=== design 1 ===
Figure 1. Wiring by layer (design 1).
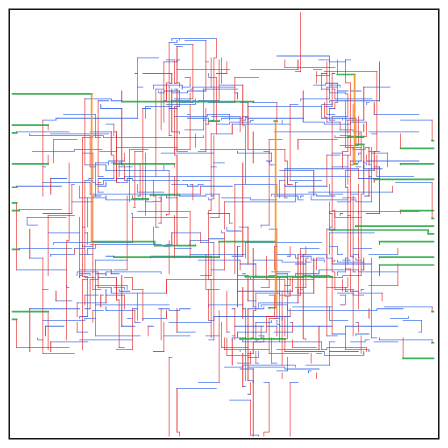
$ cat src/rtl/alu_serial_pkg.sv
// Shared types for the bit-serial subtract-decrement unit.
// FSM state encoding and the borrow seed that performs the -1.
package alu_serial_pkg;

    typedef enum logic [1:0] {
        IDLE  = 2'd0,
        SHIFT = 2'd1,
        DONE  = 2'd2
    } state_t;

    localparam logic INIT_BORROW = 1'b1;

endpackage

$ cat src/rtl/serial_subdecrement_if.sv
// Start/done handshake and operand/result bus
// for the serial subtract-decrement unit.
interface serial_subdecrement_if #(
    parameter int WIDTH = 8
);
    logic             start;
    logic [WIDTH-1:0] a;
    logic [WIDTH-1:0] b;
    logic             busy;
    logic             done;
    logic [WIDTH-1:0] result;
    logic             borrow_out;
    logic             zero;

    modport master (
        output start, a, b,
        input  busy, done, result, borrow_out, zero
    );

    modport slave (
        input  start, a, b,
        output busy, done, result, borrow_out, zero
    );
endinterface

$ cat src/rtl/full_subtractor_bit.sv
// One-bit full subtractor: d = ai - bi - bin, with borrow out.
// Combinational mirror of the add-increment cell.
module full_subtractor_bit (
    input  logic ai,
    input  logic bi,
    input  logic bin,
    output logic d,
    output logic bout
);
    assign d    = ai ^ bi ^ bin;
    assign bout = (~ai & bi) | (~ai & bin) | (bi & bin);
endmodule

$ cat src/rtl/serial_subdecrement.sv
// Bit-serial R = A - B - 1, LSB first, one bit per clock.
// Exports final borrow (A <= B) and a zero flag.
module serial_subdecrement
    import alu_serial_pkg::*;
#(
    parameter int WIDTH = 8
) (
    input logic                clk,
    input logic                rst_n,
    serial_subdecrement_if.slave bus
);
    localparam int CNT_W = $clog2(WIDTH + 1);

    state_t           state;
    logic [WIDTH-1:0] a_sr;
    logic [WIDTH-1:0] b_sr;
    logic [WIDTH-1:0] r_sr;
    logic [WIDTH-1:0] result_q;
    logic [CNT_W-1:0] cnt;
    logic             br;
    logic             borrow_q;
    logic             zero_q;
    logic             d;
    logic             bout;
    logic [WIDTH-1:0] r_next;
    logic             last;

    full_subtractor_bit u_fs (
        .ai   (a_sr[0]),
        .bi   (b_sr[0]),
        .bin  (br),
        .d    (d),
        .bout (bout)
    );

    assign r_next = {d, r_sr[WIDTH-1:1]};
    assign last   = (cnt == CNT_W'(WIDTH - 1));

    always_ff @(posedge clk or negedge rst_n) begin
        if (!rst_n) begin
            state    <= IDLE;
            a_sr     <= '0;
            b_sr     <= '0;
            r_sr     <= '0;
            result_q <= '0;
            cnt      <= '0;
            br       <= 1'b0;
            borrow_q <= 1'b0;
            zero_q   <= 1'b0;
        end else begin
            unique case (state)
                IDLE: begin
                    if (bus.start) begin
                        a_sr  <= bus.a;
                        b_sr  <= bus.b;
                        br    <= INIT_BORROW;
                        cnt   <= '0;
                        state <= SHIFT;
                    end
                end
                SHIFT: begin
                    r_sr <= r_next;
                    a_sr <= a_sr >> 1;
                    b_sr <= b_sr >> 1;
                    br   <= bout;
                    cnt  <= cnt + CNT_W'(1);
                    // Last bit: publish the assembled word and flags.
                    if (last) begin
                        result_q <= r_next;
                        borrow_q <= bout;
                        zero_q   <= (r_next == '0);
                        state    <= DONE;
                    end
                end
                DONE: begin
                    state <= IDLE;
                end
                default: begin
                    state <= IDLE;
                end
            endcase
        end
    end

    assign bus.busy       = (state == SHIFT);
    assign bus.done       = (state == DONE);
    assign bus.result     = result_q;
    assign bus.borrow_out = borrow_q;
    assign bus.zero       = zero_q;
endmodule
$ cat src/flat_wrapper.sv
// flat-port wrapper written by rule: the top's interface ports become plain ports
module serial_subdecrement_flat import alu_serial_pkg::*;
#(
    parameter int WIDTH = 8
)
  (clk, rst_n, bus_start, bus_a, bus_b, bus_busy, bus_done, bus_result, bus_borrow_out, bus_zero);
  serial_subdecrement_if #(.WIDTH(WIDTH)) bus_i ();
  input logic clk;
  input logic rst_n;
  input wire logic [$bits(bus_i.start)-1:0] bus_start;
  input wire logic [$bits(bus_i.a)-1:0] bus_a;
  input wire logic [$bits(bus_i.b)-1:0] bus_b;
  output wire logic [$bits(bus_i.busy)-1:0] bus_busy;
  output wire logic [$bits(bus_i.done)-1:0] bus_done;
  output wire logic [$bits(bus_i.result)-1:0] bus_result;
  output wire logic [$bits(bus_i.borrow_out)-1:0] bus_borrow_out;
  output wire logic [$bits(bus_i.zero)-1:0] bus_zero;
  assign bus_i.start = bus_start;
  assign bus_i.a = bus_a;
  assign bus_i.b = bus_b;
  assign bus_busy = bus_i.busy;
  assign bus_done = bus_i.done;
  assign bus_result = bus_i.result;
  assign bus_borrow_out = bus_i.borrow_out;
  assign bus_zero = bus_i.zero;
  serial_subdecrement #(.WIDTH(WIDTH)) u_core (.clk(clk), .rst_n(rst_n), .bus(bus_i));
endmodule
$ cat config.mk
export PLATFORM = sky130hd
export DESIGN_NAME = serial_subdecrement_flat
export DESIGN_NICKNAME = d
export VERILOG_FILES = /design/src/rtl/alu_serial_pkg.sv /design/src/rtl/serial_subdecrement_if.sv /design/src/rtl/full_subtractor_bit.sv /design/src/rtl/serial_subdecrement.sv /design/src/flat_wrapper.sv
export SDC_FILE = /design/constraint.sdc
export NUM_CORES = 1
export LEC_CHECK = 0
export CAP_MARGIN = 20
export CORE_MARGIN = 3
export CORE_UTILIZATION = 39
export DETAILED_ROUTE_END_ITERATION = 12
export PLACE_DENSITY = 0.61
export SYNTH_ARGS = -nofsm -noshare
export SYNTH_HDL_FRONTEND = slang
export SYNTH_HIERARCHICAL = 1
export SYNTH_SLANG_ARGS = --single-unit
$ cat constraint.sdc
create_clock -name clk -period 1.85 [get_ports clk]
set_clock_uncertainty 0.15 [all_clocks]
set_input_delay 0.37 -clock clk [delete_from_list [all_inputs] [get_ports clk]]
set_output_delay 0.37 -clock clk [all_outputs]
set_load 0.01 [all_outputs]
==> changes_impl.md <==
### Changed

- Status: completed
- Synth Instances: ~180
- Slew Limit Fails: 0
- Routing usage on met1: around a fifth
- OpenROAD warning count: 26
- Hold path start: u_core/bus.result[1]$_DFFE_PN0P_
- Clk slew on worst S/H paths: about 70 ps
- Highest-power group: sequential cells
- DRT antenna net count: 0
- CTS sink count: approximately 40
- Post-CTS sizing: 2
- M2 GR Usage: 23.89%
- Worst setup SP type: flip-flop
- Largest class: sequential cells
- Number of enable flip-flop cells: 0
- Global Route met3 Usage: 5.474%
- Ys async rst share: 100.0%
## Picture notes: Figure 1
- metal 4: orange (wire length 74.1 µm)
- metal 1: blue (wire length 1,890 µm)
- metal 2: red (wire length 1,810 µm)
- metal 3: green (wire length 254 µm)
vias: 1,441
total routed wirelength: 4.028 mm
Tot GR Track Use: 15.78%
Routed WL per cell: 15.09 µm


=== design 2 ===
==> src/rtl/weyl_stream_ser.sv <==
// Quota-to-bitstream serialiser: drives a quota to an adjacent WEYL mask table, captures the mask,
// and streams it LSB-first over a valid/ready handshake, then checks the emitted ones-count.
module weyl_stream_ser #(
    parameter  int BITSTREAM = 64,
    localparam int QW        = $clog2(BITSTREAM) + 1
) (
    input  logic                 clk,
    input  logic                 rst_n,
    input  logic                 q_valid,
    output logic                 q_ready,
    input  logic [QW-1:0]        q_num,
    output logic [QW-1:0]        weyl_quota,
    input  logic [BITSTREAM-1:0] weyl_mask,
    input  logic                 abort,
    output logic                 bit_valid,
    input  logic                 bit_ready,
    output logic                 bit_out,
    output logic                 bit_last,
    output logic                 done,
    output logic [QW-1:0]        ones_cnt,
    output logic                 cnt_err
);

    localparam int BW = $clog2(BITSTREAM);

    typedef enum logic [1:0] {
        ST_IDLE   = 2'd0,
        ST_LOAD   = 2'd1,
        ST_STREAM = 2'd2
    } state_t;

    state_t               state_r;
    state_t               state_s;
    logic [BITSTREAM-1:0] shreg_r;
    logic [BW-1:0]        beat_r;
    logic [QW-1:0]        weyl_quota_r;
    logic [QW-1:0]        ones_cnt_r;
    logic                 done_r;
    logic                 cnt_err_r;

    logic                 accept_s;
    logic                 beat_hs_s;
    logic                 at_last_s;
    logic                 last_hs_s;
    logic [QW-1:0]        ones_next_s;

    // Requests above the stream length saturate to an all-ones stream.
    function automatic logic [QW-1:0] clamp_quota(input logic [QW-1:0] q);
        logic [QW-1:0] lim;
        lim = QW'(BITSTREAM);
        if (q > lim) begin
            return lim;
        end else begin
            return q;
        end
    endfunction

    function automatic logic [QW-1:0] add_bit(input logic [QW-1:0] cnt, input logic b);
        return cnt + {{(QW-1){1'b0}}, b};
    endfunction

    // Abort outranks every handshake, so it gates both the accept and the beat.
    always_comb begin
        accept_s    = (state_r == ST_IDLE) && q_valid && !abort;
        beat_hs_s   = (state_r == ST_STREAM) && bit_ready && !abort;
        at_last_s   = (beat_r == BW'(BITSTREAM - 1));
        last_hs_s   = beat_hs_s && at_last_s;
        ones_next_s = add_bit(ones_cnt_r, shreg_r[0]);
    end

    // FSM state register.
    always_ff @(posedge clk or negedge rst_n) begin
        if (!rst_n) begin
            state_r <= ST_IDLE;
        end else begin
            state_r <= state_s;
        end
    end

    // FSM next-state logic.
    always_comb begin
        state_s = state_r;
        if (abort) begin
            state_s = ST_IDLE;
        end else begin
            case (state_r)
                ST_IDLE: begin
                    if (q_valid) begin
                        state_s = ST_LOAD;
                    end else begin
                        state_s = ST_IDLE;
                    end
                end
                ST_LOAD: begin
                    state_s = ST_STREAM;
                end
                ST_STREAM: begin
                    if (last_hs_s) begin
                        state_s = ST_IDLE;
                    end else begin
                        state_s = ST_STREAM;
                    end
                end
                default: begin
                    state_s = ST_IDLE;
                end
            endcase
        end
    end

    // FSM outputs, decoded purely from registered state so they never depend on inputs.
    always_comb begin
        q_ready   = 1'b0;
        bit_valid = 1'b0;
        bit_out   = 1'b0;
        bit_last  = 1'b0;
        case (state_r)
            ST_IDLE: begin
                q_ready = 1'b1;
            end
            ST_LOAD: begin
                q_ready = 1'b0;
            end
            ST_STREAM: begin
                bit_valid = 1'b1;
                bit_out   = shreg_r[0];
                bit_last  = at_last_s;
            end
            default: begin
                q_ready = 1'b0;
            end
        endcase
    end

    // Quota towards the mask table; it moves only on an accepted request.
    always_ff @(posedge clk or negedge rst_n) begin
        if (!rst_n) begin
            weyl_quota_r <= {QW{1'b0}};
        end else if (accept_s) begin
            weyl_quota_r <= clamp_quota(q_num);
        end else begin
            weyl_quota_r <= weyl_quota_r;
        end
    end

    // Mask capture in LOAD, then one shift per accepted beat.
    always_ff @(posedge clk or negedge rst_n) begin
        if (!rst_n) begin
            shreg_r <= {BITSTREAM{1'b0}};
            beat_r  <= {BW{1'b0}};
        end else if (!abort && (state_r == ST_LOAD)) begin
            shreg_r <= weyl_mask;
            beat_r  <= {BW{1'b0}};
        end else if (beat_hs_s && !at_last_s) begin
            shreg_r <= {1'b0, shreg_r[BITSTREAM-1:1]};
            beat_r  <= beat_r + BW'(1);
        end else begin
            shreg_r <= shreg_r;
            beat_r  <= beat_r;
        end
    end

    // Ones tally: cleared on accept, held through aborts and until the next accept.
    always_ff @(posedge clk or negedge rst_n) begin
        if (!rst_n) begin
            ones_cnt_r <= {QW{1'b0}};
        end else if (accept_s) begin
            ones_cnt_r <= {QW{1'b0}};
        end else if (beat_hs_s) begin
            ones_cnt_r <= ones_next_s;
        end else begin
            ones_cnt_r <= ones_cnt_r;
        end
    end

    // Completion pulse and sticky count check, both qualified by the final beat.
    always_ff @(posedge clk or negedge rst_n) begin
        if (!rst_n) begin
            done_r    <= 1'b0;
            cnt_err_r <= 1'b0;
        end else begin
            done_r <= last_hs_s;
            if (last_hs_s && (ones_next_s != weyl_quota_r)) begin
                cnt_err_r <= 1'b1;
            end else begin
                cnt_err_r <= cnt_err_r;
            end
        end
    end

    assign weyl_quota = weyl_quota_r;
    assign ones_cnt   = ones_cnt_r;
    assign done       = done_r;
    assign cnt_err    = cnt_err_r;

endmodule

==> config.mk <==
export PLATFORM = sky130hd
export DESIGN_NAME = weyl_stream_ser
export DESIGN_NICKNAME = d
export VERILOG_FILES = /design/src/rtl/weyl_stream_ser.sv
export SDC_FILE = /design/constraint.sdc
export NUM_CORES = 1
export LEC_CHECK = 0
export CORE_ASPECT_RATIO = 0.7
export CORE_MARGIN = 2
export CORE_UTILIZATION = 35
export CTS_BUF_LIST = sky130_fd_sc_hd__clkbuf_4 sky130_fd_sc_hd__clkbuf_8
export CTS_CLUSTER_DIAMETER = 100
export DETAILED_ROUTE_END_ITERATION = 8
export PLACE_DENSITY = 0.61
export REMOVE_ABC_BUFFERS = 1
export SLEW_MARGIN = 20
export SYNTH_ARGS = -nofsm -noshare
export SYNTH_HDL_FRONTEND = slang
export SYNTH_SLANG_ARGS = --single-unit
==> constraint.sdc <==
create_clock -name clk -period 4.4 [get_ports clk]
set_input_delay 0.88 -clock clk [delete_from_list [all_inputs] [get_ports clk]]
set_output_delay 0.88 -clock clk [all_outputs]
set_load 0.02 [all_outputs]
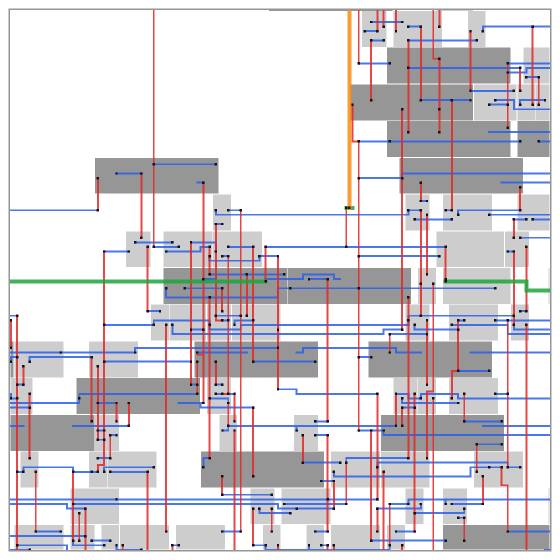
Figure 2: design 2, zoomed window.
Region (48, 9) to (88, 49) µm. Cells in grey, sequential cells in the stronger grey; small squares are vias.
- metal 2: red
- metal 1: blue
- metal 4: orange
- metal 3: green
- cells with their middle in the window: 67
- sequential cells in the window: 14
- netlist names of flops here include: shreg_r (12), beat_r (2)
- most frequent: mux2i_1 (14), dfrtp_1 (14), nand2_1 (13)

==> changes_impl.md <==
### Changed

- Netlist cell types: 37
- Clock buf count: 12
- Via/cell ratio: 4.878
- Status: completed
- Flip-flops: 88
- AO/OA Area Share: around 13%
- Hold Crit Class: reg -> reg
- Hold path start: shreg_r[63]$_DFFE_PN0P_
- Met2 WL post-DR: 4.193 mm
- DRT antenna net count: 0
- Die footprint: 13,060 µm²
- Routing usage on met1: between 20% and 30%
- Area share, top type: 51.78%
- Worst reg2reg setup slack: about 1900 ps
- Critical Path Stages: 4
- Final hold violations: 0
- Crit path buf inv count: 1
- Synth area leader: dfrtp_1
- # Cells Yosys: 422
- Core Area: 11,770 µm²
- Worst setup SP type: flip-flop
- Clock network area share: 3.755%
- CP startpoint: beat_r[0]$_DFFE_PN0P_
- CP peak stage delay: 650 ps
- Htree depth: 3
- GPL Wtd Cong: 0.8333
- Layout fillers: ~1,100
- # setup viols final: 0
- Final total power: 2.172 mW
- Layout cells sized above 1: approximately 5.7%
- Ys flop type: dfrtp_1
- DRC Markers: 0
- Max Used Layer: met4
- Registers, synthesis: 88
- Simple Share, Synth: 13.18%
- Top reg by flops: shreg_r
- Clk root buf: clkbuf_8
- Combinational power: 0.437 mW
- Post-route cell area: 5498 µm²
- Hold Path Depth: 2
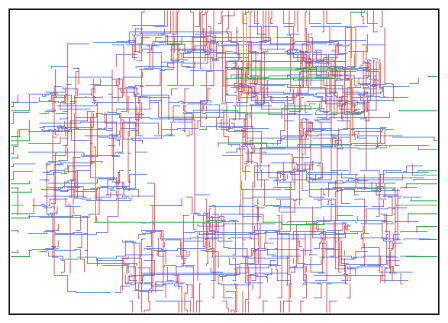
Figure 3: design 2, wiring by layer.
- metal 4: orange (wire length 142 µm)
- metal 1: blue (wire length 4,680 µm)
- metal 3: green (wire length 497 µm)
- metal 2: red (wire length 4,190 µm)
vias: 3,244
total routed wirelength: 9.508 mm


=== design 3 ===
**config.mk**
```make
export PLATFORM = sky130hd
export DESIGN_NAME = mesh_traffic_gen_flat
export DESIGN_NICKNAME = d
export VERILOG_FILES = /design/src/rtl/mesh_tgen_pkg.sv /design/src/rtl/mesh_traffic_gen_if.sv /design/src/rtl/mesh_tgen_slot.sv /design/src/rtl/mesh_traffic_gen.sv /design/src/flat_wrapper.sv
export SDC_FILE = /design/constraint.sdc
export NUM_CORES = 1
export LEC_CHECK = 0
export ABC_AREA = 1
export CORE_AREA = 3 3 228 230
export CTS_CLUSTER_DIAMETER = 50
export DETAILED_ROUTE_END_ITERATION = 12
export DIE_AREA = 0 0 231 233
export GPL_ROUTABILITY_DRIVEN = 1
export PLACE_DENSITY = 0.73
export SLEW_MARGIN = 20
export SYNTH_ARGS = -nofsm -noshare
export SYNTH_HDL_FRONTEND = slang
export SYNTH_SLANG_ARGS = --single-unit
```
**constraint.sdc**
```tcl
create_clock -name clk_i -period 6.61 [get_ports clk_i]
set_input_delay 0.9915 -clock clk_i [delete_from_list [all_inputs] [get_ports clk_i]]
set_output_delay 0.9915 -clock clk_i [all_outputs]
set_load 0.02 [all_outputs]
```
**src/rtl/mesh_tgen_pkg.sv**
```systemverilog
// Shared types and packet/address helpers for the mesh traffic generator.
// Pure declarations and functions: no latency, no flow control.
package mesh_tgen_pkg;

    typedef enum logic [1:0] {
        MODE_SINGLE = 2'd0,
        MODE_RR     = 2'd1,
        MODE_FILL   = 2'd2,
        MODE_BCAST  = 2'd3
    } tgen_mode_e;

    typedef enum logic [1:0] {
        ST_IDLE,
        ST_ISSUE,
        ST_DRAIN,
        ST_DONE
    } tgen_state_e;

    localparam int NJ_W    = 8;
    localparam int ROW_W   = 4;
    localparam int COL_W   = 4;
    localparam int MODE_W  = 1;
    localparam int HDR_W   = NJ_W + ROW_W + COL_W + MODE_W;
    localparam int PKT_MAX = 64;

    // Mesh coordinates of terminal t, walking top, left, bottom, right edges.
    function automatic logic [7:0] term_addr(input int t, input int rows, input int cols);
        int r;
        int c;
        if (t < cols) begin
            r = 0;                  c = t + 1;
        end else if (t < cols + rows) begin
            r = t - cols + 1;       c = 0;
        end else if (t < 2*cols + rows) begin
            r = rows + 1;           c = t - cols - rows + 1;
        end else begin
            r = t - 2*cols - rows + 1; c = cols + 1;
        end
        return {4'(r), 4'(c)};
    endfunction

    // Packet is built MSB-aligned in PKT_MAX bits, then shifted down so the
    // caller keeps the low pakg_size bits. Payload keeps the low count bits.
    function automatic logic [PKT_MAX-1:0] build_pkt(input logic [7:0] dst, input logic [7:0] src,
                                                     input logic [31:0] seq, input int pakg_size,
                                                     input int term_w);
        int pw;
        int sw;
        logic [PKT_MAX-1:0] seqm;
        logic [PKT_MAX-1:0] pl;
        logic [PKT_MAX-1:0] pkt;
        pw   = pakg_size - HDR_W;
        sw   = pw - term_w;
        seqm = PKT_MAX'(seq) & ((PKT_MAX'(1) << sw) - PKT_MAX'(1));
        pl   = (PKT_MAX'(src) << (PKT_MAX - term_w)) | (seqm << (PKT_MAX - pw));
        pkt  = (PKT_MAX'(dst) << (PKT_MAX - NJ_W - ROW_W - COL_W)) | (pl >> HDR_W);
        return pkt >> (PKT_MAX - pakg_size);
    endfunction

endpackage

```
**src/rtl/mesh_traffic_gen_if.sv**
```systemverilog
// Mesh terminal input-side handshake: pending flag, packet, pop.
// Master holds a packet until the mesh pops it; pop without pending is ignored.
interface mesh_traffic_gen_if #(
    parameter int NTERM     = 16,
    parameter int PAKG_SIZE = 32
);
    logic [NTERM-1:0]                pndng_o;
    logic [NTERM-1:0][PAKG_SIZE-1:0] data_out_o;
    logic [NTERM-1:0]                popin_i;

    modport master (output pndng_o, output data_out_o, input popin_i);
    modport slave  (input pndng_o, input data_out_o, output popin_i);
endinterface

```
**src/rtl/mesh_tgen_slot.sv**
```systemverilog
// One terminal holding register; a load lands on the next edge.
// Free when empty or popped this cycle, so pop-and-load keeps pndng_o high.
module mesh_tgen_slot #(
    parameter int PAKG_SIZE = 32
) (
    input  logic                 clk_i,
    input  logic                 rst_i,
    input  logic                 load_i,
    input  logic [PAKG_SIZE-1:0] load_dat_i,
    input  logic                 popin_i,
    output logic                 pndng_o,
    output logic [PAKG_SIZE-1:0] data_o,
    output logic                 free_o
);
    logic                 r_pndng;
    logic [PAKG_SIZE-1:0] r_data;

    always_ff @(posedge clk_i or negedge rst_i) begin
        if (!rst_i) begin
            r_pndng <= 1'b0;
            r_data  <= '0;
        end else if (load_i) begin
            r_pndng <= 1'b1;
            r_data  <= load_dat_i;
        end else if (popin_i && r_pndng) begin
            r_pndng <= 1'b0;
        end
    end

    assign pndng_o = r_pndng;
    assign data_o  = r_data;
    assign free_o  = !r_pndng || popin_i;
endmodule

```
**src/rtl/mesh_traffic_gen.sv**
```systemverilog
// Mesh traffic generator (SINGLE/RR/FILL/BCAST); TGEN_LFSR_EN picks pseudo-random RR destinations.
// First load one edge after start; a busy source slot stalls issue until the mesh pops it.
module mesh_traffic_gen
    import mesh_tgen_pkg::*;
#(
    parameter int         ROWS      = 4,
    parameter int         COLUMNS   = 4,
    parameter int         PAKG_SIZE = 32,
    parameter logic [7:0] BDCST     = 8'hFF,
    parameter int         CNT_W     = 16,
    localparam int        NTERM     = 2*(ROWS+COLUMNS),
    localparam int        TERM_W    = $clog2(NTERM)
) (
    input  logic                 clk_i,
    input  logic                 rst_i,
    input  logic                 start_i,
    input  logic [1:0]           mode_i,
    input  logic [TERM_W-1:0]    src_i,
    input  logic [TERM_W-1:0]    dst_i,
    input  logic [CNT_W-1:0]     num_pkts_i,
    mesh_traffic_gen_if.master   mesh,
    output logic                 busy_o,
    output logic                 done_o,
    output logic [CNT_W-1:0]     sent_cnt_o
);
    tgen_state_e       r_state;
    tgen_mode_e        r_mode;
    logic [TERM_W-1:0] r_src;
    logic [TERM_W-1:0] r_dst;
    logic [TERM_W-1:0] r_rr_ptr;
    logic [CNT_W-1:0]  r_num;
    logic [CNT_W-1:0]  r_cnt;
    logic              r_busy;
    logic              r_done;

    logic [NTERM-1:0]     w_free;
    logic [NTERM-1:0]     w_load;
    logic [TERM_W-1:0]    w_src;
    logic [TERM_W-1:0]    w_rr_dst;
    logic [7:0]           w_dst_addr;
    logic [PAKG_SIZE-1:0] w_pkt;
    logic [CNT_W-1:0]     w_target;
    logic                 w_do_load;

    assign w_src     = (r_mode == MODE_RR) ? r_rr_ptr : r_src;
    assign w_do_load = (r_state == ST_ISSUE) && w_free[w_src];
    assign w_load    = w_do_load ? (NTERM'(1) << w_src) : '0;
    assign w_target  = (r_mode == MODE_RR || r_mode == MODE_FILL) ? r_num : CNT_W'(1);

`ifdef TGEN_LFSR_EN
    logic [15:0] r_lfsr;

    // Offset range 1..NTERM-1 keeps the RR destination off its own source.
    assign w_rr_dst = TERM_W'((int'(w_src) + 1 + int'(r_lfsr) % (NTERM-1)) % NTERM);

    always_ff @(posedge clk_i or negedge rst_i) begin
        if (!rst_i) begin
            r_lfsr <= 16'hACE1;
        end else if (w_do_load && r_mode == MODE_RR) begin
            r_lfsr <= {r_lfsr[14:0], r_lfsr[15] ^ r_lfsr[13] ^ r_lfsr[12] ^ r_lfsr[10]};
        end
    end
`else
    logic [TERM_W-1:0] w_off;

    assign w_off    = (r_dst == '0) ? TERM_W'(1) : r_dst;
    assign w_rr_dst = TERM_W'((int'(w_src) + int'(w_off)) % NTERM);
`endif

    always_comb begin
        w_dst_addr = term_addr(int'(r_dst), ROWS, COLUMNS);
        case (r_mode)
            MODE_BCAST: w_dst_addr = BDCST;
            MODE_RR:    w_dst_addr = term_addr(int'(w_rr_dst), ROWS, COLUMNS);
            default:    ;
        endcase
    end

    assign w_pkt = PAKG_SIZE'(build_pkt(w_dst_addr, 8'(w_src), 32'(r_cnt), PAKG_SIZE, TERM_W));

    for (genvar g = 0; g < NTERM; g++) begin : g_slot
        mesh_tgen_slot #(.PAKG_SIZE(PAKG_SIZE)) u_slot (
            .clk_i      (clk_i),
            .rst_i      (rst_i),
            .load_i     (w_load[g]),
            .load_dat_i (w_pkt),
            .popin_i    (mesh.popin_i[g]),
            .pndng_o    (mesh.pndng_o[g]),
            .data_o     (mesh.data_out_o[g]),
            .free_o     (w_free[g])
        );
    end

    always_ff @(posedge clk_i or negedge rst_i) begin
        if (!rst_i) begin
            r_state  <= ST_IDLE;
            r_mode   <= MODE_SINGLE;
            r_src    <= '0;
            r_dst    <= '0;
            r_rr_ptr <= '0;
            r_num    <= '0;
            r_cnt    <= '0;
            r_busy   <= 1'b0;
            r_done   <= 1'b0;
        end else begin
            r_done <= 1'b0;
            case (r_state)
                ST_IDLE: if (start_i) begin
                    r_mode <= tgen_mode_e'(mode_i);
                    r_src  <= src_i;
                    r_dst  <= dst_i;
                    r_num  <= num_pkts_i;
                    r_cnt  <= '0;
                    r_busy <= 1'b1;
                    if ((mode_i == MODE_RR || mode_i == MODE_FILL) && num_pkts_i == '0) begin
                        r_state <= ST_DONE;
                        r_done  <= 1'b1;
                    end else begin
                        r_state <= ST_ISSUE;
                    end
                end
                ST_ISSUE: if (w_do_load) begin
                    r_cnt <= r_cnt + 1'b1;
                    if (r_mode == MODE_RR)
                        r_rr_ptr <= (r_rr_ptr == TERM_W'(NTERM-1)) ? '0 : r_rr_ptr + 1'b1;
                    if (CNT_W'(r_cnt + 1'b1) == w_target)
                        r_state <= ST_DRAIN;
                end
                ST_DRAIN: if (mesh.pndng_o == '0) begin
                    r_state <= ST_DONE;
                    r_done  <= 1'b1;
                end
                ST_DONE: begin
                    r_state <= ST_IDLE;
                    r_busy  <= 1'b0;
                end
                default: r_state <= ST_IDLE;
            endcase
        end
    end

    assign busy_o     = r_busy;
    assign done_o     = r_done;
    assign sent_cnt_o = r_cnt;
endmodule

```
**src/flat_wrapper.sv**
```systemverilog
// flat-port wrapper written by rule: the top's interface ports become plain ports
module mesh_traffic_gen_flat import mesh_tgen_pkg::*;
#(
    parameter int         ROWS      = 4,
    parameter int         COLUMNS   = 4,
    parameter int         PAKG_SIZE = 32,
    parameter logic [7:0] BDCST     = 8'hFF,
    parameter int         CNT_W     = 16,
    localparam int        NTERM     = 2*(ROWS+COLUMNS),
    localparam int        TERM_W    = $clog2(NTERM)
)
  (clk_i, rst_i, start_i, mode_i, src_i, dst_i, num_pkts_i, busy_o, done_o, sent_cnt_o, mesh_pndng_o, mesh_data_out_o, mesh_popin_i);
  mesh_traffic_gen_if #(.NTERM((16)), .PAKG_SIZE(PAKG_SIZE)) mesh_i ();
  input  logic clk_i;
  input  logic rst_i;
  input  logic start_i;
  input  logic [1:0] mode_i;
  input  logic [TERM_W-1:0] src_i;
  input  logic [TERM_W-1:0] dst_i;
  input  logic [CNT_W-1:0] num_pkts_i;
  output logic busy_o;
  output logic done_o;
  output logic [CNT_W-1:0] sent_cnt_o;
  output wire logic [$bits(mesh_i.pndng_o)-1:0] mesh_pndng_o;
  output wire logic [$bits(mesh_i.data_out_o)-1:0] mesh_data_out_o;
  input wire logic [$bits(mesh_i.popin_i)-1:0] mesh_popin_i;
  assign mesh_pndng_o = mesh_i.pndng_o;
  assign mesh_data_out_o = mesh_i.data_out_o;
  assign mesh_i.popin_i = mesh_popin_i;
  mesh_traffic_gen #(.ROWS(ROWS), .COLUMNS(COLUMNS), .PAKG_SIZE(PAKG_SIZE), .BDCST(BDCST), .CNT_W(CNT_W)) u_core (.clk_i(clk_i), .rst_i(rst_i), .start_i(start_i), .mode_i(mode_i), .src_i(src_i), .dst_i(dst_i), .num_pkts_i(num_pkts_i), .mesh(mesh_i), .busy_o(busy_o), .done_o(done_o), .sent_cnt_o(sent_cnt_o));
endmodule
```
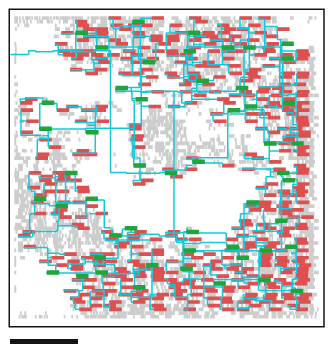
Figure 4: design 3, routed clock nets over the placement.
Bar = 50 µm.
- flip-flops: red (count 434)
- clock wires: cyan (length 5,410 µm)
- clock drivers: green (count 51)
- routed clock nets: 52
Clock Skew: 29.01 ps
clock network fraction of design power: 23.9%

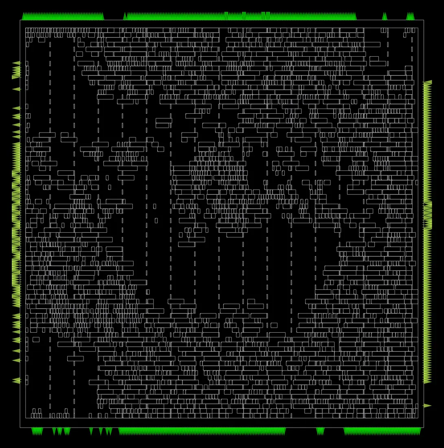
Figure 5: design 3, cell outlines without signal wires.
Core Area: 50,070 µm²
non-filler instance count after layout: 3,211

==> changes_impl.md <==
### Changed

- Status: completed
- Gr ovfl total: 0
- Adder Share, Synth: 1.228%
- Logic share of the area: 25.30%
- Clock group total power: 2.76 mW
- Fp util: 37.85%
- Delay-heaviest family, CP: simple AND/OR/NAND/NOR gates
- Top cells excl fill/tap: nand2_1, clkdlybuf4s50_1, dfrtp_1
- Sequential fraction of the synthesis area: 57.31%
- Met2 WL post-DR: 28.95 mm
- Initial antenna violation count: 6
- 1st-iter DRT viols: 1,351
- Final worst slack: 2161 ps
- WP data arrival: 4920 ps
- Die W: between 200 and 250 µm
- Pleak: 11.91 nW
- Yosys stat area: around 19,000 µm²
- Mean Syn Cell Area: ~9.0 µm²
- Clk slew on worst S/H paths: 60 ps
- Ant diodes: 4
- Slew Limit Fails: 0
- Clock network area share: 6.669%
- Fin crit period: roughly 4400 ps
- Synth-to-layout area growth: 30.78%
- Post-DP Area: ~23,000 µm²
- RR Startpoint: u_core.r_mode[1]$_DFFE_PN0P_
- CTS sink count: 434
- Netlist cell types: 45
- Tapcell Cnt: 672
- M2 GR Usage: a little over a third
- IO Port Bufs: 446
- Routing usage on met1: 29.09%
- Sw power: 4.807 mW
- Max Used Layer: met5
- Post-CTS sizing: 0
- Worst Tran Pin Value: 1100 ps


## Gallery

Signal wires on met3.
panel A
Bar = 50 µm.
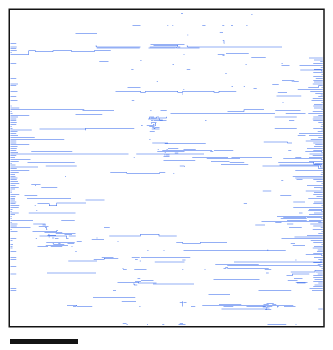
panel B
Bar = 20 µm.
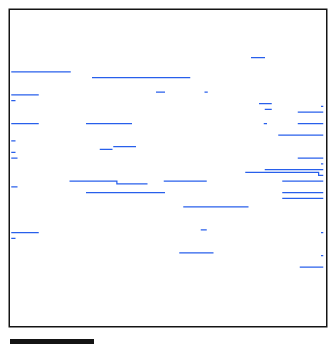
panel C
Bar = 50 µm.
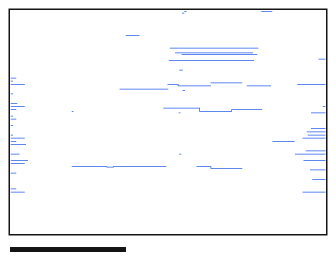
Of these, largest die: panel A
| picture | from |
|---|---|
| panel C | design 2 |
| panel A | design 3 |
| panel B | design 1 |

Key to panel A:
- longest straight run: 86.7 µm
- share of all routed wire: 7.6%

Power is estimated from default activity; no workload was simulated.
